# block 1

==> block_1/clocks.png <==
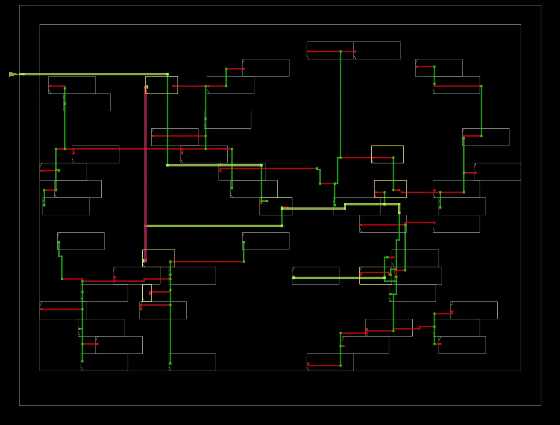
`config.mk`:
```
export PLATFORM = sky130hd
export DESIGN_NAME = tmds_channel_decoder_flat
export DESIGN_NICKNAME = d
export VERILOG_FILES = /design/src/rtl/tmds_channel_decoder_if.sv /design/src/rtl/tmds_channel_decoder.sv /design/src/flat_wrapper.sv
export SDC_FILE = /design/constraint.sdc
export NUM_CORES = 1
export LEC_CHECK = 0
export ABC_AREA = 1
export CORE_ASPECT_RATIO = 0.75
export CORE_MARGIN = 3
export CORE_UTILIZATION = 55
export DETAILED_ROUTE_END_ITERATION = 16
export PLACE_DENSITY = 0.84
export SLEW_MARGIN = 10
export SYNTH_ARGS = -nofsm -noshare
export SYNTH_HDL_FRONTEND = slang
export SYNTH_SLANG_ARGS = --single-unit
```
`constraint.sdc`:
```
create_clock -name clk -period 3.4 [get_ports clk]
set_clock_uncertainty 0.1 [all_clocks]
set_input_delay 0.34 -clock clk [delete_from_list [all_inputs] [get_ports clk]]
set_output_delay 0.34 -clock clk [all_outputs]
set_load 0.05 [all_outputs]
```
`src/rtl/tmds_channel_decoder_if.sv`:
```
// Signal bundle for one TMDS lane decoder: serial input plus the decoded symbol outputs.
// The decoder connects to the slave modport and the lane source connects to the master modport.
interface tmds_channel_decoder_if;
  logic       din;
  logic [7:0] data;
  logic       c0;
  logic       c1;
  logic       blanking;
  logic       valid;
  logic       locked;

  modport master (
    output din,
    input  data,
    input  c0,
    input  c1,
    input  blanking,
    input  valid,
    input  locked
  );

  modport slave (
    input  din,
    output data,
    output c0,
    output c1,
    output blanking,
    output valid,
    output locked
  );
endinterface

```
`src/rtl/tmds_channel_decoder.sv`:
```
// TMDS lane receiver: finds 10-bit symbol alignment by hunting for control tokens,
// then decodes each aligned symbol into a pixel byte or a c0/c1 control pair.
module tmds_channel_decoder #(
  parameter int unsigned LOCK_TOKENS = 4,
  parameter int unsigned MAX_GAP     = 4095
) (
  input  logic                  clk,
  input  logic                  rst,
  tmds_channel_decoder_if.slave bus
);

  localparam logic [3:0]  LOCK_N  = 4'(LOCK_TOKENS);
  localparam logic [11:0] GAP_MAX = 12'(MAX_GAP);

  typedef enum logic [1:0] {
    HUNT,
    VERIFY,
    LOCKED
  } state_t;

  state_t      state;
  state_t      state_next;

  logic [9:0]  sr;
  logic [3:0]  bc;
  logic [3:0]  tok_cnt;
  logic [11:0] gap_cnt;

  logic        is_token;
  logic [1:0]  tok_val;
  logic [7:0]  dec_data;
  logic        boundary;
  logic [3:0]  tok_cnt_inc;

  logic        bc_restart;
  logic        tok_load;
  logic        tok_inc;
  logic        gap_clear;
  logic        gap_inc;
  logic        emit;

  assign boundary    = (bc == 4'd9);
  assign tok_cnt_inc = tok_cnt + 4'd1;

  // sr[0] is the oldest bit (q[0]), sr[9] the newest (q[9]).
  always_comb begin
    is_token = 1'b1;
    tok_val  = 2'b00;
    case (sr)
      10'b1101010100: tok_val = 2'b00;
      10'b0010101011: tok_val = 2'b01;
      10'b0101010100: tok_val = 2'b10;
      10'b1010101011: tok_val = 2'b11;
      default:        is_token = 1'b0;
    endcase
  end

  always_comb begin
    logic [7:0] d;
    d        = sr[9] ? ~sr[7:0] : sr[7:0];
    dec_data = '0;
    dec_data[0] = d[0];
    for (int unsigned i = 1; i < 8; i++) begin
      dec_data[i] = sr[8] ? (d[i] ^ d[i-1]) : ~(d[i] ^ d[i-1]);
    end
  end

  always_ff @(posedge clk) begin
    if (rst) begin
      state <= HUNT;
    end else begin
      state <= state_next;
    end
  end

  always_comb begin
    state_next = state;
    bc_restart = 1'b0;
    tok_load   = 1'b0;
    tok_inc    = 1'b0;
    gap_clear  = 1'b0;
    gap_inc    = 1'b0;
    emit       = 1'b0;
    case (state)
      HUNT: begin
        // Any match re-anchors the symbol phase; this cycle counts as a boundary.
        if (is_token) begin
          state_next = VERIFY;
          bc_restart = 1'b1;
          tok_load   = 1'b1;
        end
      end
      VERIFY: begin
        if (boundary) begin
          if (is_token) begin
            tok_inc = 1'b1;
            if (tok_cnt_inc == LOCK_N) begin
              state_next = LOCKED;
              gap_clear  = 1'b1;
            end
          end else begin
            state_next = HUNT;
          end
        end
      end
      LOCKED: begin
        if (boundary) begin
          if (is_token) begin
            gap_clear = 1'b1;
            emit      = 1'b1;
          end else if (gap_cnt == GAP_MAX) begin
            state_next = HUNT;
          end else begin
            gap_inc = 1'b1;
            emit    = 1'b1;
          end
        end
      end
      default: state_next = HUNT;
    endcase
  end

  always_ff @(posedge clk) begin
    if (rst) begin
      sr      <= '0;
      bc      <= '0;
      tok_cnt <= '0;
      gap_cnt <= '0;
    end else begin
      sr <= {bus.din, sr[9:1]};

      if (bc_restart || boundary) begin
        bc <= '0;
      end else begin
        bc <= bc + 4'd1;
      end

      if (tok_load) begin
        tok_cnt <= 4'd1;
      end else if (tok_inc) begin
        tok_cnt <= tok_cnt_inc;
      end

      if (gap_clear) begin
        gap_cnt <= '0;
      end else if (gap_inc) begin
        gap_cnt <= gap_cnt + 12'd1;
      end
    end
  end

  always_ff @(posedge clk) begin
    if (rst) begin
      bus.data     <= '0;
      bus.c0       <= 1'b0;
      bus.c1       <= 1'b0;
      bus.blanking <= 1'b1;
      bus.valid    <= 1'b0;
      bus.locked   <= 1'b0;
    end else begin
      bus.valid  <= emit;
      bus.locked <= (state_next == LOCKED);
      if (emit) begin
        if (is_token) begin
          bus.data     <= '0;
          bus.c0       <= tok_val[0];
          bus.c1       <= tok_val[1];
          bus.blanking <= 1'b1;
        end else begin
          bus.data     <= dec_data;
          bus.blanking <= 1'b0;
        end
      end
    end
  end

endmodule

```
`src/flat_wrapper.sv`:
```
// flat-port wrapper written by rule: the top's interface ports become plain ports
module tmds_channel_decoder_flat 
#(
  parameter int unsigned LOCK_TOKENS = 4,
  parameter int unsigned MAX_GAP     = 4095
)
  (clk, rst, bus_din, bus_data, bus_c0, bus_c1, bus_blanking, bus_valid, bus_locked);
  tmds_channel_decoder_if bus_i ();
  input  logic clk;
  input  logic rst;
  input wire logic [$bits(bus_i.din)-1:0] bus_din;
  output wire logic [$bits(bus_i.data)-1:0] bus_data;
  output wire logic [$bits(bus_i.c0)-1:0] bus_c0;
  output wire logic [$bits(bus_i.c1)-1:0] bus_c1;
  output wire logic [$bits(bus_i.blanking)-1:0] bus_blanking;
  output wire logic [$bits(bus_i.valid)-1:0] bus_valid;
  output wire logic [$bits(bus_i.locked)-1:0] bus_locked;
  assign bus_i.din = bus_din;
  assign bus_data = bus_i.data;
  assign bus_c0 = bus_i.c0;
  assign bus_c1 = bus_i.c1;
  assign bus_blanking = bus_i.blanking;
  assign bus_valid = bus_i.valid;
  assign bus_locked = bus_i.locked;
  tmds_channel_decoder #(.LOCK_TOKENS(LOCK_TOKENS), .MAX_GAP(MAX_GAP)) u_core (.clk(clk), .rst(rst), .bus(bus_i));
endmodule
```
==> Changelog: implementation <==
## Flow update

* Pleak at 1.20 nW
* Clock transition at the registers of the reported paths at 0.08 ns
* Vias per cell at 5.01
* Setup crit start: u_core.bc[0]$_SDFF_PP0_
* Xor/xnor share at 0.0776
* Status: finished clean
* Fmax at 0.456 GHz
* Unrepaired setup endpoints after global routing: no
* CTS tree: built
* Largest power group: registers
* Biggest regs: u_core.gap_cnt x12, u_core.sr x10, u_core.bus.data x8
* Final Cycle Share at 0.645
* Clock buffers and inverters, area share at 0.0326
* Syn_area_per_cell at 7.29 um^2
* Seq share, synth at 0.380
* Flop area at 901 um^2
* Starting DRC count in detailed routing at 119
* DRC viols at 0
* I/O Pins at 16
* Hold-fix buffers, CTS at 0
* R2R depth at 10
* And+or+nand+nor area frac at 0.343
* WP data arrival at 2.29 ns
* Sw Share at 0.220
* Worst EP required at 3.50 ns
* Yosys cell count at 325
## Picture notes: block_1/clocks.png
CTS sink count: 45
seq_cells: 45

## critical path, cell delays in order (launching register included)
cell,delay (ns)
dfxtp_1,0.38
ha_1,0.16
nand2_1,0.10
nor2_4,0.17
nand2_2,0.12
inv_2,0.12
o21ai_2,0.09
nor2_1,0.59
nand2_1,0.13
nand2_1,0.10
a21oi_1,0.04
## layer usage
metal / global-route usage / vias to the layer above / wire length (um)
met5: 0 / - / 0
met4: 0.0643 / 0 / 27
met3: 0.0533 / 3 / 228
met2: 0.273 / 48 / 1950
met1: 0.311 / 906 / 2470
li1: - / 1035 / -

# block 2

==> block_2/clk_routes.png <==
Scale bar: 20 um.
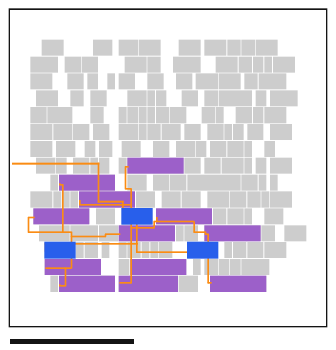
==> block_2/wires.png <==
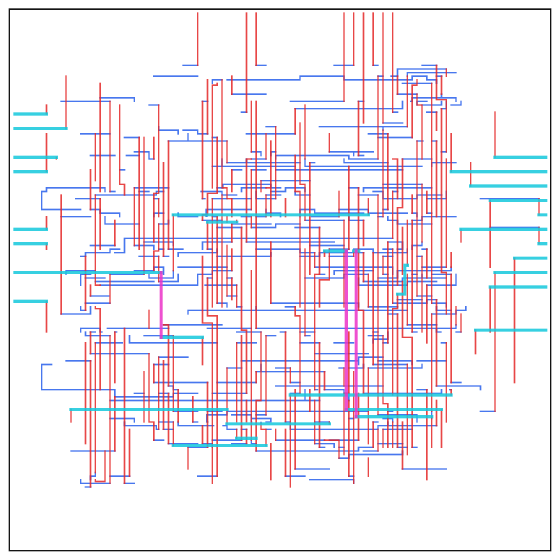
$ cat config.mk
export PLATFORM = sky130hd
export DESIGN_NAME = mcpu_main_ctrl
export DESIGN_NICKNAME = d
export VERILOG_FILES = /design/src/rtl/mcpu_main_ctrl_pkg.sv /design/src/rtl/mcpu_main_ctrl_wait_timer.sv /design/src/rtl/mcpu_main_ctrl.sv
export SDC_FILE = /design/constraint.sdc
export NUM_CORES = 1
export LEC_CHECK = 0
export CAP_MARGIN = 20
export CORE_MARGIN = 3
export CORE_UTILIZATION = 46
export CTS_BUF_LIST = sky130_fd_sc_hd__clkbuf_8 sky130_fd_sc_hd__clkbuf_16
export DETAILED_ROUTE_END_ITERATION = 8
export PLACE_DENSITY_LB_ADDON = 0.2
export SYNTH_ARGS = -nofsm -noshare
export SYNTH_HDL_FRONTEND = slang
export SYNTH_SLANG_ARGS = --single-unit
$ cat constraint.sdc
create_clock -name clk -period 2.8 [get_ports clk]
set_clock_uncertainty 0.1 [all_clocks]
set_input_delay 0.56 -clock clk [delete_from_list [all_inputs] [get_ports clk]]
set_output_delay 0.56 -clock clk [all_outputs]
set_load 0.01 [all_outputs]
$ cat src/rtl/mcpu_main_ctrl_pkg.sv
// rtl/mcpu_main_ctrl_pkg.sv - shared constants, state encoding and helpers for the multi-cycle MIPS control FSM
//
// Purpose: one place for the ALUOp codes consumed by alu_ctrl, the supported
// opcodes and the 4-bit state encoding (FETCH=0 .. JUMP=9).
package mcpu_main_ctrl_pkg;

    // ALUOp codes driven to alu_ctrl
    localparam logic [1:0] ALUOP_LW    = 2'b00;
    localparam logic [1:0] ALUOP_SW    = 2'b01;
    localparam logic [1:0] ALUOP_RTYPE = 2'b10;
    localparam logic [1:0] ALUOP_BEQ   = 2'b11;

    // IR[31:26] opcodes
    localparam logic [5:0] OP_RTYPE = 6'h00;
    localparam logic [5:0] OP_LW    = 6'h23;
    localparam logic [5:0] OP_SW    = 6'h2b;
    localparam logic [5:0] OP_BEQ   = 6'h04;
    localparam logic [5:0] OP_J     = 6'h02;

    typedef enum logic [3:0] {
        ST_FETCH  = 4'd0,
        ST_DECODE = 4'd1,
        ST_MEMADR = 4'd2,
        ST_MEMRD  = 4'd3,
        ST_MEMWB  = 4'd4,
        ST_MEMWR  = 4'd5,
        ST_EXEC   = 4'd6,
        ST_ALUWB  = 4'd7,
        ST_BRANCH = 4'd8,
        ST_JUMP   = 4'd9
    } state_t;

    // States that wait on mem_ready and are covered by the timeout
    function automatic logic is_mem_state(input state_t s);
        return (s == ST_FETCH) || (s == ST_MEMRD) || (s == ST_MEMWR);
    endfunction

endpackage

$ cat src/rtl/mcpu_main_ctrl_wait_timer.sv
// rtl/mcpu_main_ctrl_wait_timer.sv - memory wait-state counter with bounded timeout (module mcpu_wait_timer)
//
// Ports:
//  clk, rst  clock / async active-high reset
//  active    FSM is in a memory state (FETCH/MEMRD/MEMWR)
//  ready     mem_ready from memory
//  timeout   active, not ready, and WAIT_MAX cycles already spent waiting
module mcpu_wait_timer #(
    parameter int WAIT_MAX = 15
) (
    input  logic clk,
    input  logic rst,
    input  logic active,
    input  logic ready,
    output logic timeout
);

    logic [7:0] wait_cnt;
    logic       hold;

    assign timeout = active && !ready && (wait_cnt == 8'(WAIT_MAX));

    // The counter keeps counting only while the FSM stays in the same memory
    // state; any exit (completion, abort, or not being in a memory state)
    // returns it to zero, so every entry into a memory state starts from 0,
    // including FETCH re-entered from an aborted FETCH.
    assign hold = active && !ready && !timeout;

    always_ff @(posedge clk or posedge rst) begin
        if (rst) begin
            wait_cnt <= 8'd0;
        end else if (hold) begin
            wait_cnt <= wait_cnt + 8'd1;
        end else begin
            wait_cnt <= 8'd0;
        end
    end

endmodule

$ cat src/rtl/mcpu_main_ctrl.sv
// rtl/mcpu_main_ctrl.sv - main control FSM of the multi-cycle MIPS CPU
//
// Ports:
//  clk, rst        clock / async active-high reset
//  Op              IR[31:26], used in DECODE and MEMADR only
//  mem_ready       memory completes the current access this cycle
//  PCWrite, PCWriteCond, IorD, MemRead, MemWrite, IRWrite, MemtoReg,
//  RegDst, RegWrite, ALUSrcA, ALUSrcB, PCSource, ALUOp
//                  datapath controls (Moore decode of state, some gated by mem_ready)
//  instr_done      pulse on the last cycle of each instruction
//  illegal_op      pulse in DECODE for an unsupported opcode
//  mem_err         pulse when a memory state times out
module mcpu_main_ctrl
    import mcpu_main_ctrl_pkg::*;
#(
    parameter int WAIT_MAX = 15
) (
    input  logic       clk,
    input  logic       rst,
    input  logic [5:0] Op,
    input  logic       mem_ready,
    output logic       PCWrite,
    output logic       PCWriteCond,
    output logic       IorD,
    output logic       MemRead,
    output logic       MemWrite,
    output logic       IRWrite,
    output logic       MemtoReg,
    output logic       RegDst,
    output logic       RegWrite,
    output logic       ALUSrcA,
    output logic [1:0] ALUSrcB,
    output logic [1:0] PCSource,
    output logic [1:0] ALUOp,
    output logic       instr_done,
    output logic       illegal_op,
    output logic       mem_err
);

    state_t state, state_next;
    logic   timeout;

    mcpu_wait_timer #(.WAIT_MAX(WAIT_MAX)) u_wait_timer (
        .clk     (clk),
        .rst     (rst),
        .active  (is_mem_state(state)),
        .ready   (mem_ready),
        .timeout (timeout)
    );

    always_ff @(posedge clk or posedge rst) begin
        if (rst) begin
            state <= ST_FETCH;
        end else begin
            state <= state_next;
        end
    end

    always_comb begin
        state_next  = state;
        PCWrite     = 1'b0;
        PCWriteCond = 1'b0;
        IorD        = 1'b0;
        MemRead     = 1'b0;
        MemWrite    = 1'b0;
        IRWrite     = 1'b0;
        MemtoReg    = 1'b0;
        RegDst      = 1'b0;
        RegWrite    = 1'b0;
        ALUSrcA     = 1'b0;
        ALUSrcB     = 2'd0;
        PCSource    = 2'd0;
        ALUOp       = ALUOP_LW;
        instr_done  = 1'b0;
        illegal_op  = 1'b0;
        mem_err     = 1'b0;

        case (state)
            ST_FETCH: begin
                MemRead = 1'b1;
                ALUSrcB = 2'd1;
                // IR and PC commit only with the data; on timeout nothing commits
                if (mem_ready) begin
                    IRWrite    = 1'b1;
                    PCWrite    = 1'b1;
                    state_next = ST_DECODE;
                end else if (timeout) begin
                    mem_err    = 1'b1;
                    instr_done = 1'b1;
                    state_next = ST_FETCH;
                end
            end
            ST_DECODE: begin
                ALUSrcB = 2'd3;
                case (Op)
                    OP_LW, OP_SW: state_next = ST_MEMADR;
                    OP_RTYPE:     state_next = ST_EXEC;
                    OP_BEQ:       state_next = ST_BRANCH;
                    OP_J:         state_next = ST_JUMP;
                    default: begin
                        illegal_op = 1'b1;
                        instr_done = 1'b1;
                        state_next = ST_FETCH;
                    end
                endcase
            end
            ST_MEMADR: begin
                ALUSrcA = 1'b1;
                ALUSrcB = 2'd2;
                if (Op == OP_SW) begin
                    ALUOp      = ALUOP_SW;
                    state_next = ST_MEMWR;
                end else begin
                    state_next = ST_MEMRD;
                end
            end
            ST_MEMRD: begin
                MemRead = 1'b1;
                IorD    = 1'b1;
                if (mem_ready) begin
                    state_next = ST_MEMWB;
                end else if (timeout) begin
                    mem_err    = 1'b1;
                    instr_done = 1'b1;
                    state_next = ST_FETCH;
                end
            end
            ST_MEMWB: begin
                RegWrite   = 1'b1;
                MemtoReg   = 1'b1;
                instr_done = 1'b1;
                state_next = ST_FETCH;
            end
            ST_MEMWR: begin
                MemWrite = 1'b1;
                IorD     = 1'b1;
                if (mem_ready) begin
                    instr_done = 1'b1;
                    state_next = ST_FETCH;
                end else if (timeout) begin
                    mem_err    = 1'b1;
                    instr_done = 1'b1;
                    state_next = ST_FETCH;
                end
            end
            ST_EXEC: begin
                ALUSrcA    = 1'b1;
                ALUOp      = ALUOP_RTYPE;
                state_next = ST_ALUWB;
            end
            ST_ALUWB: begin
                RegWrite   = 1'b1;
                RegDst     = 1'b1;
                instr_done = 1'b1;
                state_next = ST_FETCH;
            end
            ST_BRANCH: begin
                ALUSrcA     = 1'b1;
                ALUOp       = ALUOP_BEQ;
                PCWriteCond = 1'b1;
                PCSource    = 2'd1;
                instr_done  = 1'b1;
                state_next  = ST_FETCH;
            end
            ST_JUMP: begin
                PCWrite    = 1'b1;
                PCSource   = 2'd2;
                instr_done = 1'b1;
                state_next = ST_FETCH;
            end
            default: state_next = ST_FETCH;
        endcase
    end

endmodule

==> Changelog: implementation <==
## Flow update

* Hold endpoint: u_wait_timer.wait_cnt[0]$_DFF_PP0_
* Most frequent cell after synthesis: nor2_1
* Core footprint at 1820 um^2
* Mapped Cells at 117
* Largest power group: combinational cells
* Hold_ws at 0.366 ns
* Ys Warns at 0
* Initial Util at 0.511
* Worst path bufs/invs at 2
* Top cells by count, synth: 19 x nor2_1, 12 x dfrtp_1, 7 x nand2_1, 7 x nor3_1, 6 x xor2_1
* Yosys Chip Area at 930 um^2
* Status: finished clean
* RR Endpoint: state[2]$_DFF_PP0_
* Adder Share, Synth at 0.0135
* Final Worst Setup Slack at 0.0575 ns
* Vias per cell at 5.49
## Picture notes: block_2/clk_routes.png
[flip-flops] purple | count: 12
[clock drivers] blue | count: 3
[clock wires] orange | length: 157 um
routed clock nets: 4
Clock group: 0.000189 W
clk ins delay skew pair: 0.24 ns
Clock power frac: 0.183

## Picture notes: block_2/wires.png
| layer | colour | wire length |
|---|---|---|
| metal 3 | cyan | 190 um |
| metal 2 | red | 1,340 um |
| metal 1 | blue | 990 um |
| metal 4 | magenta | 36.7 um |

## area by class of cell
| cell class | count | area, um^2 | area share |
|---|---|---|---|
| multi-input combinational | 93 | 602 | 0.419 |
| inverter | 4 | 15.0 | 0.0105 |
| tap | 25 | 31.3 | 0.0218 |
| clock buffer | 4 | 55.1 | 0.0384 |
| timing repair buffer | 48 | 430 | 0.300 |
| sequential | 12 | 302 | 0.210 |
## timing repair
item	4_1_cts	5_1_grt
resized	7	11
buffers inserted	2	0
hold endpoints to repair	0	0
setup endpoints to repair	4	8
pin swaps	3	3

# block 3

`config.mk`:
```
export PLATFORM = sky130hd
export DESIGN_NAME = tetromino_collision_checker_data
export DESIGN_NICKNAME = d
export VERILOG_FILES = /design/src/rtl/tetris_pkg.sv /design/src/rtl/tetromino_collision_checker.sv
export SDC_FILE = /design/constraint.sdc
export NUM_CORES = 1
export LEC_CHECK = 0
export ABC_AREA = 1
export CAP_MARGIN = 20
export CORE_UTILIZATION = 43
export CTS_CLUSTER_SIZE = 30
export DETAILED_ROUTE_END_ITERATION = 16
export PLACE_DENSITY = 0.94
export SETUP_SLACK_MARGIN = 0.05
export SLEW_MARGIN = 20
export SYNTH_ARGS = -nofsm -noshare
export SYNTH_HDL_FRONTEND = slang
export SYNTH_SLANG_ARGS = --single-unit
export TNS_END_PERCENT = 1
```
`constraint.sdc`:
```
create_clock -name clk -period 5 [get_ports clk]
set_input_delay 1 -clock clk [delete_from_list [all_inputs] [get_ports clk]]
set_output_delay 1 -clock clk [all_outputs]
set_load 0.02 [all_outputs]
```
`src/rtl/tetris_pkg.sv`:
```
// Shared tetromino definitions: piece ids, checker FSM state type and the
// 4x4 occupancy mask for every piece. The board writer uses the same
// shape_mask() function, so both blocks always agree on the piece geometry.
// No ports (package).
package tetris_pkg;

  typedef logic [2:0] t_id_t;

  typedef enum logic [1:0] {
    IDLE  = 2'd0,
    SCAN  = 2'd1,
    DRAIN = 2'd2,
    DONE  = 2'd3
  } chk_state_t;

  localparam t_id_t T_NONE = 3'd0;
  localparam t_id_t T_I    = 3'd1;
  localparam t_id_t T_O    = 3'd2;
  localparam t_id_t T_T    = 3'd3;
  localparam t_id_t T_S    = 3'd4;
  localparam t_id_t T_Z    = 3'd5;
  localparam t_id_t T_J    = 3'd6;
  localparam t_id_t T_L    = 3'd7;

  // Bit r*4+c set means row r, column c of the bounding box is filled.
  function automatic logic [15:0] shape_mask(input t_id_t t);
    logic [15:0] m;
    case (t)
      T_I:     m = 16'h00F0;
      T_O:     m = 16'h0066;
      T_T:     m = 16'h0072;
      T_S:     m = 16'h0036;
      T_Z:     m = 16'h0063;
      T_J:     m = 16'h0071;
      T_L:     m = 16'h0074;
      default: m = 16'h0000;
    endcase
    return m;
  endfunction

endpackage

```
`src/rtl/tetromino_collision_checker.sv`:
```


// Datapath half: latched query, cell coordinate adders, bounds compare,
// read-tracking pipeline and the sticky hit / collision registers.
module tetromino_collision_checker_data
  import tetris_pkg::*;
#(
  parameter int BOARD_W = 10,
  parameter int BOARD_H = 20,
  parameter int RD_LAT  = 1
) (
  input  logic        clk,
  input  logic        reset,
  input  logic        latch,
  input  logic        finish,
  input  chk_state_t  state,
  input  logic [3:0]  idx,
  input  logic [4:0]  in_x,
  input  logic [4:0]  in_y,
  input  t_id_t       t_id,
  input  logic [15:0] mask,
  input  logic [2:0]  rd_data,
  output t_id_t       t_id_q,
  output logic [4:0]  x,
  output logic [4:0]  y,
  output logic        rden,
  output logic        collision,
  output logic        stop_scan
);

  localparam logic [5:0] W_LIM = 6'(BOARD_W);
  localparam logic [5:0] H_LIM = 6'(BOARD_H);

  logic [4:0]        bx, by;
  logic [5:0]        cx, cy;
  logic              cell_on, oob, oob_hit, data_hit, hit;
  logic [RD_LAT-1:0] rd_pipe;

  always_ff @(posedge clk) begin
    if (reset) begin
      bx     <= 5'd0;
      by     <= 5'd0;
      t_id_q <= T_NONE;
    end else if (latch) begin
      bx     <= in_x;
      by     <= in_y;
      t_id_q <= t_id;
    end
  end

  // 6-bit sums so a box hanging past column 31 / row 31 still compares as
  // out of bounds instead of wrapping back onto the board.
  assign cx = {1'b0, bx} + {4'b0, idx[1:0]};
  assign cy = {1'b0, by} + {4'b0, idx[3:2]};

  assign cell_on = (state == SCAN) && mask[idx];
  assign oob     = (cx >= W_LIM) || (cy >= H_LIM);
  assign oob_hit = cell_on && oob;
  assign rden    = cell_on && !oob;
  assign x       = rden ? cx[4:0] : 5'd0;
  assign y       = rden ? cy[4:0] : 5'd0;

  // The flag marks which rd_data beats belong to a read we issued; rd_data
  // on any other cycle is meaningless and must be ignored.
  always_ff @(posedge clk) begin
    if (reset) begin
      rd_pipe <= '0;
    end else begin
      rd_pipe[0] <= rden;
      for (int i = 1; i < RD_LAT; i++) rd_pipe[i] <= rd_pipe[i-1];
    end
  end

  assign data_hit = rd_pipe[RD_LAT-1] && (rd_data != 3'd0);

  always_ff @(posedge clk) begin
    if (reset) begin
      hit <= 1'b0;
    end else if (latch) begin
      hit <= 1'b0;
    end else if (oob_hit || data_hit) begin
      hit <= 1'b1;
    end
  end

  // Result is captured once per query so it stays stable through DONE and
  // the following IDLE, even after the next query clears hit.
  always_ff @(posedge clk) begin
    if (reset) begin
      collision <= 1'b0;
    end else if (finish) begin
      collision <= hit || data_hit;
    end
  end

`ifdef TETRIS_EARLY_EXIT_EN
  assign stop_scan = hit || oob_hit || data_hit;
`else
  assign stop_scan = 1'b0;
`endif

endmodule

```
==> block_3/clk_routes.png <==
Scale bar: 20 um.
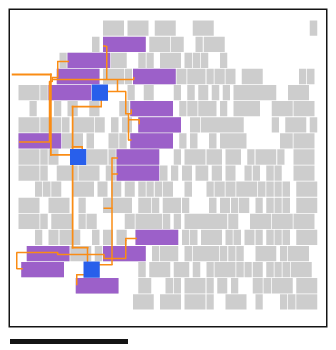
[clock wires] orange | length: 183 um
[clock drivers] blue | count: 3
[flip-flops] purple | count: 16
routed clock nets: 4
Worst Clk Skew: 0.000569 ns
Clock power frac: 0.251
Clock group: 0.0000838 W
clk ins delay skew pair: 0.28 ns

==> block_3/metal_density.png <==
Scale bar: 20 um. The die is cut into 11 by 11 equal tiles; white is low, dark blue is high, scaled to the fullest tile. Values are wire area over tile area, all layers added.
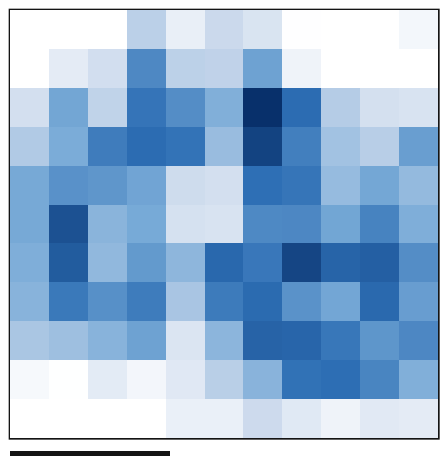
tiles over half the peak: 44%
nearly empty tiles: 12%
mean over tiles: 0.16
emptiest ninth of the die: upper right
fullest tile: 0.38
overall global routing resource usage: 0.200
WL/cell: 10.1 um
vias post-DR: 1,252
final WL: 2690 um

==> Changelog: implementation <==
## Flow update

* Status: finished clean
* Mapped Cells at 181
* Fraction of area in registers at 0.185
* Synth area leaders: dfxtp_1 28%, nand2_1 14%, inv_1 9.9%
* Setup TNS at 0 ns
* Max cap viols at 0
* Ys flops at 16
* Clock Buffer Count at 4
* Met2 global-route usage at 0.335
* Well-Tap Cells at 30
* Largest power group: registers
* WP data arrival at 3.70 ns
* HP Start: bx[3]$_SDFFE_PP0P_
* Highest-count logic cell in the final layout: clkdlybuf4s50_1
* Pleak at 0.846 nW
* GRT met1 Usage at 0.240
* Highest routed layer: met4
* Reg power frac at 0.425
* Top cells by count, synth: 41 x nand2_1, 30 x inv_1, 28 x nor2_1
* Comb power frac at 0.324
* Synth area leader: dfxtp_1
* Post_cts resized at 0
* Comb group at 0.000108 W
* Die height at 53.4 um
* Final HPWL DP at 2160 um
* Synthesized area at 1140 um^2
* Post-synthesis cell type count at 27
* Biggest Area Class: multi-input combinational cells
* Port bufs at 55
* Antenna diodes at 0
* Largest delay contributor family on the critical path: buffers and inverters
* Yosys Chip Area at 1140 um^2
* Final Worst Setup Slack at 0.305 ns
* Seq share, synth at 0.282
* # setup viols final at 0
* Unrepaired setup endpoints after global routing: no
* Fin. Hold Viols at 0
==> block_3/clocks.png <==
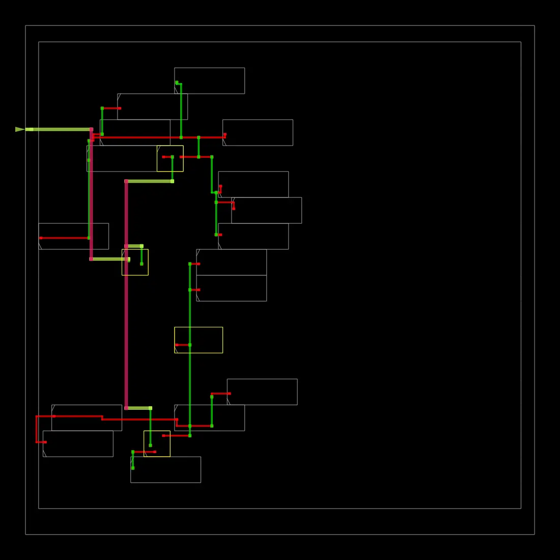
CTS sink count: 16
Num CTS Buffers: 3

## logic make-up after synthesis
group,after synthesis,share of synthesized area
flip-flops,16,0.282
other,1,0.00330
buffers and inverters,38,0.140
AND/OR/NAND/NOR,96,0.374
AND-OR/OR-AND,21,0.0980
XOR/XNOR,3,0.0231
adder cells (fa/ha/maj),6,0.0793
## flip-flops by register name, summed over array words and instances (netlist names)
name / count
hit: 1
by: 5
collision: 1
rd_pipe: 1
t_id_q: 3
bx: 5

# block 4

==> block_4/detail.png <==
Window x 102 to 142, y 102 to 142 um. Cells in grey, sequential cells in the stronger grey; small squares are vias.
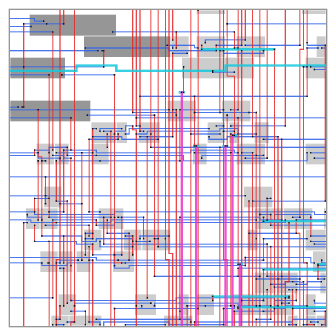
$ cat config.mk
export PLATFORM = sky130hd
export DESIGN_NAME = posit_norm_shifter_pipe
export DESIGN_NICKNAME = d
export VERILOG_FILES = /design/src/rtl/posit_pkg.sv /design/src/rtl/posit_shift_stage.sv /design/src/rtl/posit_norm_shifter_pipe.sv
export SDC_FILE = /design/constraint.sdc
export NUM_CORES = 1
export LEC_CHECK = 0
export CAP_MARGIN = 20
export CORE_MARGIN = 5
export CORE_UTILIZATION = 25
export DETAILED_ROUTE_END_ITERATION = 8
export GPL_TIMING_DRIVEN = 0
export PLACE_DENSITY = 0.4
export SYNTH_ARGS = -nofsm -noshare
export SYNTH_HDL_FRONTEND = slang
export SYNTH_SLANG_ARGS = --single-unit
$ cat constraint.sdc
create_clock -name clk -period 4.9 [get_ports clk]
set_input_delay 1.225 -clock clk [delete_from_list [all_inputs] [get_ports clk]]
set_output_delay 1.225 -clock clk [all_outputs]
set_load 0.03 [all_outputs]
$ cat src/rtl/posit_pkg.sv
// Shared definitions for the posit decoder datapath.
// - N_DEF / TAG_W_DEF : default posit width and sideband tag width
// - calc_w / calc_kw  : data path width (N-1) and regime-count width (clog2(N))
// - stage_payload_t   : per-stage payload (data, lost, tag) at the default sizes
package posit_pkg;

  localparam int unsigned N_DEF     = 64;
  localparam int unsigned TAG_W_DEF = 4;

  function automatic int unsigned calc_w(input int unsigned n);
    return n - 1;
  endfunction

  function automatic int unsigned calc_kw(input int unsigned n);
    return $clog2(n);
  endfunction

  typedef struct packed {
    logic [N_DEF-2:0]     data;
    logic                 lost;
    logic [TAG_W_DEF-1:0] tag;
  } stage_payload_t;

endpackage

$ cat src/rtl/posit_shift_stage.sv
// One register stage worth of the normalising barrel shifter (combinational part).
// Applies up to LVL_CNT conditional left-shift levels, starting at level LVL_LO.
// Level j shifts by 2^j when s[j] is set; bits pushed above bit W-1 are ORed into lost.
// Ports:
//   data_in  : word entering this stage
//   lost_in  : lost flag accumulated by earlier stages
//   s        : full shift amount (only this stage's level bits are used)
//   data_out : shifted word
//   lost_out : updated lost flag
module posit_shift_stage
  import posit_pkg::*;
#(
  parameter int unsigned W       = calc_w(N_DEF),
  parameter int unsigned KW      = calc_kw(N_DEF),
  parameter int unsigned LVL_LO  = 0,
  parameter int unsigned LVL_CNT = 2
) (
  input  logic [W-1:0] data_in,
  input  logic         lost_in,
  input  logic [KW:0]  s,
  output logic [W-1:0] data_out,
  output logic         lost_out
);

  // Only the bits selecting this stage's levels matter here.
  logic unused_s;
  assign unused_s = ^s;

  logic [W-1:0] d;
  logic [W-1:0] hi;
  logic         l;

  always_comb begin
    d  = data_in;
    l  = lost_in;
    hi = '0;
    for (int unsigned j = 0; j < LVL_CNT; j++) begin
      if (s[LVL_LO + j]) begin
        // Mask of the top 2^j bits about to leave the word; all ones once 2^j >= W.
        hi = ~({W{1'b1}} >> (32'd1 << (LVL_LO + j)));
        l  = l | (|(d & hi));
        d  = d << (32'd1 << (LVL_LO + j));
      end
    end
  end

  assign data_out = d;
  assign lost_out = l;

endmodule

$ cat src/rtl/posit_norm_shifter_pipe.sv
// Pipelined normalising left shifter: out_data = in_data << (in_k+1), truncated to W bits.
// The KW+1 barrel levels are grouped LPS per register stage; latency ceil((KW+1)/LPS).
// Ports:
//   clk, rst                        : clock, asynchronous active-high reset
//   in_valid/in_ready               : input handshake
//   in_data, in_k, in_tag           : post-sign word, regime run count, sideband tag
//   out_valid/out_ready             : output handshake
//   out_data, out_lost, out_zero    : shifted word, any 1 shifted out, result is zero
//   out_tag                         : tag of the same transaction
module posit_norm_shifter_pipe
  import posit_pkg::*;
#(
  parameter int unsigned N     = N_DEF,
  parameter int unsigned KW    = calc_kw(N),
  parameter int unsigned LPS   = 2,
  parameter int unsigned TAG_W = TAG_W_DEF,
  localparam int unsigned W    = calc_w(N)
) (
  input  logic             clk,
  input  logic             rst,
  input  logic             in_valid,
  output logic             in_ready,
  input  logic [W-1:0]     in_data,
  input  logic [KW-1:0]    in_k,
  input  logic [TAG_W-1:0] in_tag,
  output logic             out_valid,
  input  logic             out_ready,
  output logic [W-1:0]     out_data,
  output logic             out_lost,
  output logic             out_zero,
  output logic [TAG_W-1:0] out_tag
);

  localparam int unsigned LEVELS = KW + 1;
  localparam int unsigned L      = (LEVELS + LPS - 1) / LPS;
  localparam int unsigned SW     = KW + 1;

  // Per-stage state flattened into buses; slot i belongs to stage i.
  logic [L-1:0]       v;
  logic [L-1:0]       adv;
  logic [L*W-1:0]     d_bus;
  logic [L-1:0]       l_bus;
  logic [L*TAG_W-1:0] t_bus;
  logic [L*SW-1:0]    s_bus;   // shift amount feeding stage i

  // Held one bit wider than in_k so in_k = 2^KW-1 does not wrap to 0.
  logic [SW-1:0] s_first;
  assign s_first = SW'(in_k) + SW'(1);

  // A stage advances if it is empty or everything downstream advances.
  always_comb begin
    logic a;
    a   = out_ready;
    adv = '0;
    for (int i = int'(L) - 1; i >= 0; i--) begin
      a      = ~v[i] | a;
      adv[i] = a;
    end
  end

  assign in_ready = adv[0];

  for (genvar i = 0; i < L; i++) begin : g_stage
    localparam int unsigned LO  = i * LPS;
    localparam int unsigned CNT = ((LEVELS - LO) < LPS) ? (LEVELS - LO) : LPS;

    logic [W-1:0]     d_in;
    logic             l_in;
    logic [TAG_W-1:0] t_in;
    logic             v_in;
    logic [SW-1:0]    s_cur;
    logic [W-1:0]     d_nxt;
    logic             l_nxt;
    logic [W-1:0]     d_q;
    logic             l_q;
    logic [TAG_W-1:0] t_q;
    logic             v_q;

    if (i == 0) begin : g_head
      assign d_in  = in_data;
      assign l_in  = 1'b0;
      assign t_in  = in_tag;
      assign v_in  = in_valid;
      assign s_cur = s_first;
    end else begin : g_tail
      logic [SW-1:0] s_q;
      assign d_in  = d_bus[(i-1)*W +: W];
      assign l_in  = l_bus[i-1];
      assign t_in  = t_bus[(i-1)*TAG_W +: TAG_W];
      assign v_in  = v[i-1];
      // Travels alongside the payload of the previous stage's register.
      always_ff @(posedge clk) begin
        if (adv[i-1]) begin
          s_q <= s_bus[(i-1)*SW +: SW];
        end
      end
      assign s_cur = s_q;
    end

    posit_shift_stage #(
      .W       (W),
      .KW      (KW),
      .LVL_LO  (LO),
      .LVL_CNT (CNT)
    ) u_shift (
      .data_in  (d_in),
      .lost_in  (l_in),
      .s        (s_cur),
      .data_out (d_nxt),
      .lost_out (l_nxt)
    );

    if (i == L - 1) begin : g_last
      // Output register is reset so the visible outputs are clean after reset.
      always_ff @(posedge clk or posedge rst) begin
        if (rst) begin
          d_q <= '0;
          l_q <= 1'b0;
          t_q <= '0;
        end else if (adv[i]) begin
          d_q <= d_nxt;
          l_q <= l_nxt;
          t_q <= t_in;
        end
      end
    end else begin : g_mid
      always_ff @(posedge clk) begin
        if (adv[i]) begin
          d_q <= d_nxt;
          l_q <= l_nxt;
          t_q <= t_in;
        end
      end
    end

    always_ff @(posedge clk or posedge rst) begin
      if (rst) begin
        v_q <= 1'b0;
      end else if (adv[i]) begin
        v_q <= v_in;
      end
    end

    assign v[i]                      = v_q;
    assign d_bus[i*W +: W]           = d_q;
    assign l_bus[i]                  = l_q;
    assign t_bus[i*TAG_W +: TAG_W]   = t_q;
    assign s_bus[i*SW +: SW]         = s_cur;
  end

  assign out_valid = v[L-1];
  assign out_data  = d_bus[(L-1)*W +: W];
  assign out_lost  = l_bus[L-1];
  assign out_tag   = t_bus[(L-1)*TAG_W +: TAG_W];
  // Qualified by valid so the flag reads 0 while the pipe is empty or in reset.
  assign out_zero  = v[L-1] & ~(|out_data);

endmodule

==> Changelog: implementation <==
## Flow update

* Post-synthesis cell type count at 39
* Gr ovfl total at 0
* Unrepaired setup endpoints after global routing: no
* Post-layout instance area at 17,300 um^2
* Worst R2R Start: g_stage[1].g_tail.s_q[3]$_DFFE_PP_
* Vias post-DR at 8,743
* M1 wire length at 18,100 um
* Ys flops at 285
* CTS sink count at 285
* Num CTS Buffers at 34
* Hold endpoint: g_stage[1].t_q[1]$_DFFE_PP_
* Largest delay contributor family on the critical path: buffers and inverters
* Final min period at 4.62 ns
* Core footprint at 53,900 um^2
* Biggest Area Class: registers
* Die height at 244 um
* Status: finished clean
* Worst hold path depth at 0
Notes on block_4/detail.png above:
| layer | colour |
|---|---|
| metal 1 | blue |
| metal 4 | magenta |
| metal 3 | cyan |
| metal 2 | red |
sequential cells in the window: 4
cells with their middle in the window: 55
most frequent: mux2i_1 (13), nor4_1 (4), edfxtp_1 (4)
netlist names of flops here include: g_stage.d_q (4)

==> power by group through the flow <==
stage	Clock, W	Combinational [W]	Sequential (W)
3_3_place_gp	0	0.00185	0.00384
3_5_place_dp	0	0.00188	0.00383
4_1_cts	0.00257	0.00188	0.00378
5_1_grt	0.00267	0.00200	0.00383
6_report	0.00248	0.00185	0.00377
2_1_floorplan	0	0.000934	0.00380
==> cells by family after synthesis <==
kind of cell / share of synthesized area
mux: 0.196
xor+xnor: 0.00257
buf+inv: 0.0211
flops: 0.601
fa+ha+maj: 0.000917
simple gates: 0.144
compound gates: 0.0346

# block 5

==> block_5/clocks.png <==
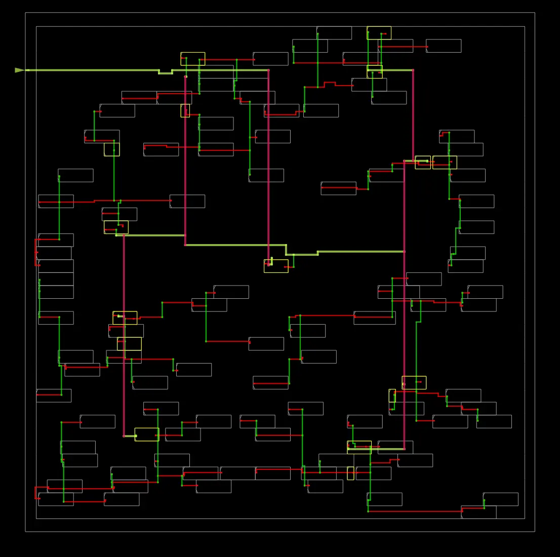
==> block_5/metal_density.png <==
Scale bar: 20 um. The die is cut into 21 by 22 equal tiles; white is low, dark blue is high, scaled to the fullest tile. Values are wire area over tile area, all layers added.
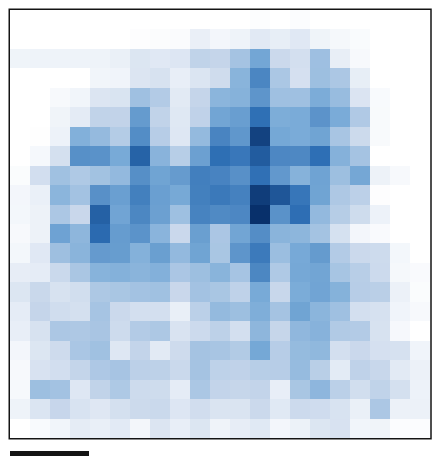
==> config.mk <==
export PLATFORM = sky130hd
export DESIGN_NAME = mastermind_score_engine
export DESIGN_NICKNAME = d
export VERILOG_FILES = /design/src/rtl/mastermind_pkg.sv /design/src/rtl/mm_color_histogram.sv /design/src/rtl/mastermind_score_engine.sv
export SDC_FILE = /design/constraint.sdc
export NUM_CORES = 1
export LEC_CHECK = 0
export ABC_AREA = 1
export CAP_MARGIN = 10
export CORE_AREA = 2 2 105 107
export CTS_CLUSTER_DIAMETER = 30
export DETAILED_ROUTE_END_ITERATION = 8
export DIE_AREA = 0 0 107 109
export MAX_ROUTING_LAYER = met4
export PLACE_DENSITY = 0.76
export REMOVE_ABC_BUFFERS = 1
export SYNTH_ARGS = -nofsm -noshare
export SYNTH_HDL_FRONTEND = slang
export SYNTH_SLANG_ARGS = --single-unit
==> constraint.sdc <==
create_clock -name clk -period 3.3 [get_ports clk]
set_input_delay 0.99 -clock clk [delete_from_list [all_inputs] [get_ports clk]]
set_output_delay 0.99 -clock clk [all_outputs]
set_load 0.05 [all_outputs]
==> src/rtl/mastermind_pkg.sv <==
// Shared definitions for the Mastermind score engine.
// Default sizes, FSM state encoding and a peg-extract helper.
package mastermind_pkg;

   localparam int NUM_PEGS_DEF    = 4;
   localparam int COLOR_BITS_DEF  = 3;
   localparam int MAX_GUESSES_DEF = 8;

   // Widest code bus and widest peg the helper supports.
   localparam int PEG_BUS_MAX = 256;
   localparam int PEG_MAX_CB  = 8;

   typedef enum logic [1:0] {
      IDLE   = 2'd0,
      COUNT  = 2'd1,
      SUM    = 2'd2,
      FINISH = 2'd3
   } state_t;

   // Peg i of a packed bus, pegs cb bits wide, zero-extended.
   function automatic logic [PEG_MAX_CB-1:0] peg_at(
      input logic [PEG_BUS_MAX-1:0] bus,
      input int                     i,
      input int                     cb
   );
      logic [PEG_BUS_MAX-1:0] sh;
      logic [PEG_MAX_CB-1:0]  mask;
      sh   = bus >> (i * cb);
      mask = ~({PEG_MAX_CB{1'b1}} << cb);
      return sh[PEG_MAX_CB-1:0] & mask;
   endfunction

endpackage

==> src/rtl/mm_color_histogram.sv <==
// Pair of per-colour histograms (code side and guess side).
// Ports: clk, resetn (sync, active-low), clr (zero all counters),
//   inc_a/idx_a and inc_b/idx_b bump the code/guess counter of a colour,
//   rd_idx selects a colour, rd_min = min(code count, guess count).
module mm_color_histogram
   import mastermind_pkg::*;
#(
   parameter int  CB = COLOR_BITS_DEF,
   parameter int  SW = 3,
   localparam int NUM_COLORS = 2**CB
) (
   input  logic          clk,
   input  logic          resetn,
   input  logic          clr,
   input  logic          inc_a,
   input  logic [CB-1:0] idx_a,
   input  logic          inc_b,
   input  logic [CB-1:0] idx_b,
   input  logic [CB-1:0] rd_idx,
   output logic [SW-1:0] rd_min
);

   logic [SW-1:0] hc_q [NUM_COLORS];
   logic [SW-1:0] hc_d [NUM_COLORS];
   logic [SW-1:0] hg_q [NUM_COLORS];
   logic [SW-1:0] hg_d [NUM_COLORS];

   logic [SW-1:0] rd_c;
   logic [SW-1:0] rd_g;

   always_comb begin
      hc_d = hc_q;
      hg_d = hg_q;
      if (clr) begin
         for (int c = 0; c < NUM_COLORS; c++) begin
            hc_d[c] = '0;
            hg_d[c] = '0;
         end
      end else begin
         if (inc_a) begin
            hc_d[idx_a] = hc_q[idx_a] + SW'(1);
         end
         if (inc_b) begin
            hg_d[idx_b] = hg_q[idx_b] + SW'(1);
         end
      end
   end

   always_comb begin
      rd_c   = hc_q[rd_idx];
      rd_g   = hg_q[rd_idx];
      rd_min = (rd_c < rd_g) ? rd_c : rd_g;
   end

   always_ff @(posedge clk) begin
      if (!resetn) begin
         for (int c = 0; c < NUM_COLORS; c++) begin
            hc_q[c] <= '0;
            hg_q[c] <= '0;
         end
      end else begin
         hc_q <= hc_d;
         hg_q <= hg_d;
      end
   end

endmodule

==> src/rtl/mastermind_score_engine.sv <==
// Sequential Mastermind scorer: red/white pegs via colour histograms,
// guess counting and sticky win/lose flags.
// Ports: clk, resetn (sync, active-low), new_game (clear game),
//   start (score code/guess), code/guess (packed pegs, peg i at [i*CB +: CB]),
//   busy, done (1-cycle pulse), red, white, guess_count, win, lose.
module mastermind_score_engine
   import mastermind_pkg::*;
#(
   parameter int  NUM_PEGS    = NUM_PEGS_DEF,
   parameter int  COLOR_BITS  = COLOR_BITS_DEF,
   parameter int  MAX_GUESSES = MAX_GUESSES_DEF,
   localparam int NUM_COLORS  = 2**COLOR_BITS,
   localparam int CW          = NUM_PEGS * COLOR_BITS,
   localparam int SW          = $clog2(NUM_PEGS + 1),
   localparam int GW          = $clog2(MAX_GUESSES + 1)
) (
   input  logic          clk,
   input  logic          resetn,
   input  logic          new_game,
   input  logic          start,
   input  logic [CW-1:0] code,
   input  logic [CW-1:0] guess,
   output logic          busy,
   output logic          done,
   output logic [SW-1:0] red,
   output logic [SW-1:0] white,
   output logic [GW-1:0] guess_count,
   output logic          win,
   output logic          lose
);

   localparam int CB    = COLOR_BITS;
   localparam int IDX_N = (NUM_PEGS > NUM_COLORS) ? NUM_PEGS : NUM_COLORS;
   localparam int IW    = $clog2(IDX_N);

   state_t        state_q, state_d;
   logic [CW-1:0] code_q, code_d;
   logic [CW-1:0] guess_q, guess_d;
   logic [IW-1:0] idx_q, idx_d;
   logic [SW-1:0] red_acc_q, red_acc_d;
   logic [SW-1:0] total_acc_q, total_acc_d;
   logic [SW-1:0] red_q, red_d;
   logic [SW-1:0] white_q, white_d;
   logic [GW-1:0] gc_q, gc_d;
   logic          win_q, win_d;
   logic          lose_q, lose_d;

   logic          hist_clr;
   logic          hist_inc;
   logic [CB-1:0] code_peg;
   logic [CB-1:0] guess_peg;
   logic [CB-1:0] rd_idx;
   logic [SW-1:0] rd_min;
   logic [SW-1:0] total_sum;
   logic          win_next;
   logic [GW:0]   gc_plus;

   mm_color_histogram #(
      .CB (CB),
      .SW (SW)
   ) u_hist (
      .clk    (clk),
      .resetn (resetn),
      .clr    (hist_clr),
      .inc_a  (hist_inc),
      .idx_a  (code_peg),
      .inc_b  (hist_inc),
      .idx_b  (guess_peg),
      .rd_idx (rd_idx),
      .rd_min (rd_min)
   );

   always_comb begin
      code_peg  = CB'(peg_at(PEG_BUS_MAX'(code_q), int'(idx_q), CB));
      guess_peg = CB'(peg_at(PEG_BUS_MAX'(guess_q), int'(idx_q), CB));
      rd_idx    = CB'(idx_q);
      // Last colour's contribution must reach the white count on the
      // same edge, so use the post-add total here.
      total_sum = total_acc_q + rd_min;
      win_next  = (red_acc_q == SW'(NUM_PEGS));
      gc_plus   = {1'b0, gc_q} + (GW+1)'(1);
   end

   always_comb begin
      state_d     = state_q;
      code_d      = code_q;
      guess_d     = guess_q;
      idx_d       = idx_q;
      red_acc_d   = red_acc_q;
      total_acc_d = total_acc_q;
      red_d       = red_q;
      white_d     = white_q;
      gc_d        = gc_q;
      win_d       = win_q;
      lose_d      = lose_q;
      hist_clr    = 1'b0;
      hist_inc    = 1'b0;

      unique case (state_q)
         IDLE: begin
            if (start && !win_q && !lose_q) begin
               code_d      = code;
               guess_d     = guess;
               hist_clr    = 1'b1;
               red_acc_d   = '0;
               total_acc_d = '0;
               idx_d       = '0;
               state_d     = COUNT;
            end
         end
         COUNT: begin
            hist_inc = 1'b1;
            if (code_peg == guess_peg) begin
               red_acc_d = red_acc_q + SW'(1);
            end
            if (idx_q == IW'(NUM_PEGS - 1)) begin
               idx_d   = '0;
               state_d = SUM;
            end else begin
               idx_d = idx_q + IW'(1);
            end
         end
         SUM: begin
            total_acc_d = total_sum;
            if (idx_q == IW'(NUM_COLORS - 1)) begin
               idx_d   = '0;
               state_d = FINISH;
               red_d   = red_acc_q;
               // Every red match is also a colour match, so no underflow.
               white_d = total_sum - red_acc_q;
               if (gc_q != GW'(MAX_GUESSES)) begin
                  gc_d = gc_plus[GW-1:0];
               end
               win_d  = win_next;
               lose_d = !win_next &&
                        (gc_plus == (GW+1)'(MAX_GUESSES));
            end else begin
               idx_d = idx_q + IW'(1);
            end
         end
         FINISH: begin
            state_d = IDLE;
         end
         default: begin
            state_d = IDLE;
         end
      endcase

      // Abort wins over everything, including a same-cycle start.
      if (new_game) begin
         state_d  = IDLE;
         idx_d    = '0;
         red_d    = '0;
         white_d  = '0;
         gc_d     = '0;
         win_d    = 1'b0;
         lose_d   = 1'b0;
         hist_clr = 1'b1;
         hist_inc = 1'b0;
      end
   end

   always_ff @(posedge clk) begin
      if (!resetn) begin
         state_q     <= IDLE;
         code_q      <= '0;
         guess_q     <= '0;
         idx_q       <= '0;
         red_acc_q   <= '0;
         total_acc_q <= '0;
         red_q       <= '0;
         white_q     <= '0;
         gc_q        <= '0;
         win_q       <= 1'b0;
         lose_q      <= 1'b0;
      end else begin
         state_q     <= state_d;
         code_q      <= code_d;
         guess_q     <= guess_d;
         idx_q       <= idx_d;
         red_acc_q   <= red_acc_d;
         total_acc_q <= total_acc_d;
         red_q       <= red_d;
         white_q     <= white_d;
         gc_q        <= gc_d;
         win_q       <= win_d;
         lose_q      <= lose_d;
      end
   end

   assign busy        = (state_q != IDLE);
   assign done        = (state_q == FINISH);
   assign red         = red_q;
   assign white       = white_q;
   assign guess_count = gc_q;
   assign win         = win_q;
   assign lose        = lose_q;

endmodule
==> Changelog: implementation <==
## Flow update

* Final Net Count at 953
* Final min period at 3.45 ns
* CP max-delay cell: dfxtp_4
* PD cells at 406 nW/um^2
* Failing checks: setup timing
* Setup crit start: idx_q[0]$_SDFFE_PP0P_
* Hold_ws at 0.494 ns
* DRC viols at 0
* Mapped Cells at 821
* Layout area overhead at 23.0%
* Status: complete, but fails checks
* RR Endpoint: total_acc_q[2]$_SDFFE_PN0P_
* Largest power group: registers
* HP Start: white[1]$_SDFFE_PP0P_
* Final Worst Setup Slack at -0.147 ns
* Synthesized area at 5510 um^2
* And+or+nand+nor area frac at 0.291
* Comb group at 0.000808 W
* CTS sink count at 95
* Vias per cell at 5.33
* Final Util at 0.639
* # setup viols final at 2
* Gp weighted congestion at 0.973
* Number of global-route vias before repair at 5,158
* Clock Buffer Count at 12
* Commonest flop: dfxtp_1
* Die height at 109 um
* CP peak stage delay at 0.42 ns
* Sw Share at 0.350
* Bufs w/o clock at 98
* CP most frequent cell: buf_4
About block_5/clocks.png:
Clock group: 0.000725 W
Num CTS Buffers: 9
Worst Clk Skew: 0.0174 ns

About block_5/metal_density.png:
emptiest ninth of the die: upper left
mean over tiles: 0.21
densest ninth of the die: centre
vias post-DR: 5,573
overall global routing resource usage: 0.278
WL/cell: 14.4 um
final WL: 15,100 um

==> flip-flops by register name, indices dropped and copies added (netlist names) <==
name / flops
guess_count: 4
lose: 1
guess_q: 12
code_q: 12
u_hist.hg_q: 24
win: 1
red: 3
red_acc_q: 3
state_q: 2
total_acc_q: 3
idx_q: 3
white: 3
u_hist.hc_q: 24
==> per-layer routing <==
| metal | routed length (um) | global-route usage | up-vias |
|---|---|---|---|
| li1 | - | - | 2809 |
| met2 | 6960 | 0.438 | 186 |
| met3 | 848 | 0.0472 | 63 |
| met5 | 0 | - | - |
| met4 | 625 | 0.133 | 0 |
| met1 | 6620 | 0.348 | 2515 |


==> notes/layouts.md <==
Pictures saved along the way, in no particular order.

Signal metal coverage by tile.
image #1
Scale bar: 20 um. The die is cut into 10 by 10 equal tiles; white is low, dark blue is high, scaled to the fullest tile. Values are wire area over tile area, all layers added.
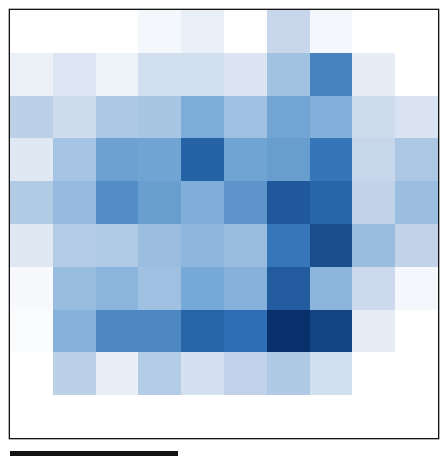
image #2
Scale bar: 50 um. The die is cut into 24 by 24 equal tiles; white is low, dark blue is high, scaled to the fullest tile. Values are wire area over tile area, all layers added.
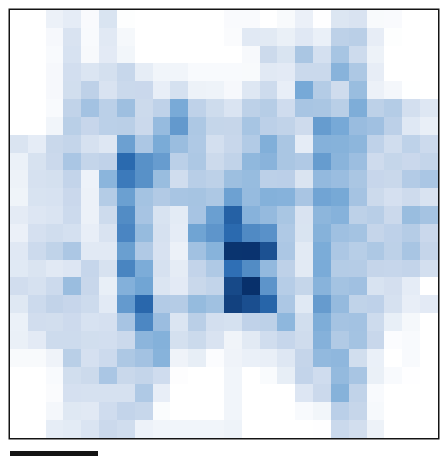
image #3
Scale bar: 20 um. The die is cut into 16 by 13 equal tiles; white is low, dark blue is high, scaled to the fullest tile. Values are wire area over tile area, all layers added.
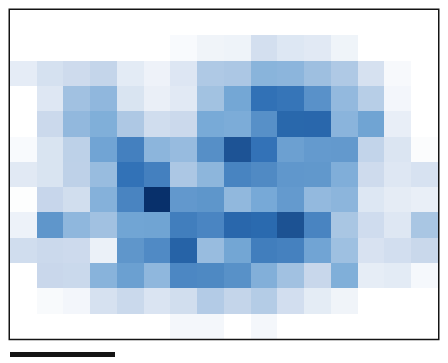
- largest die: image #2
| picture | from |
|---|---|
| image #1 | block 2 |
| image #3 | block 1 |
| image #2 | block 4 |

Key to image #3:
nearly empty tiles: 24%
fullest tile: 0.51
emptiest ninth of the die: upper left

Power figures rest on the tool's default switching activity, not on a simulated workload.
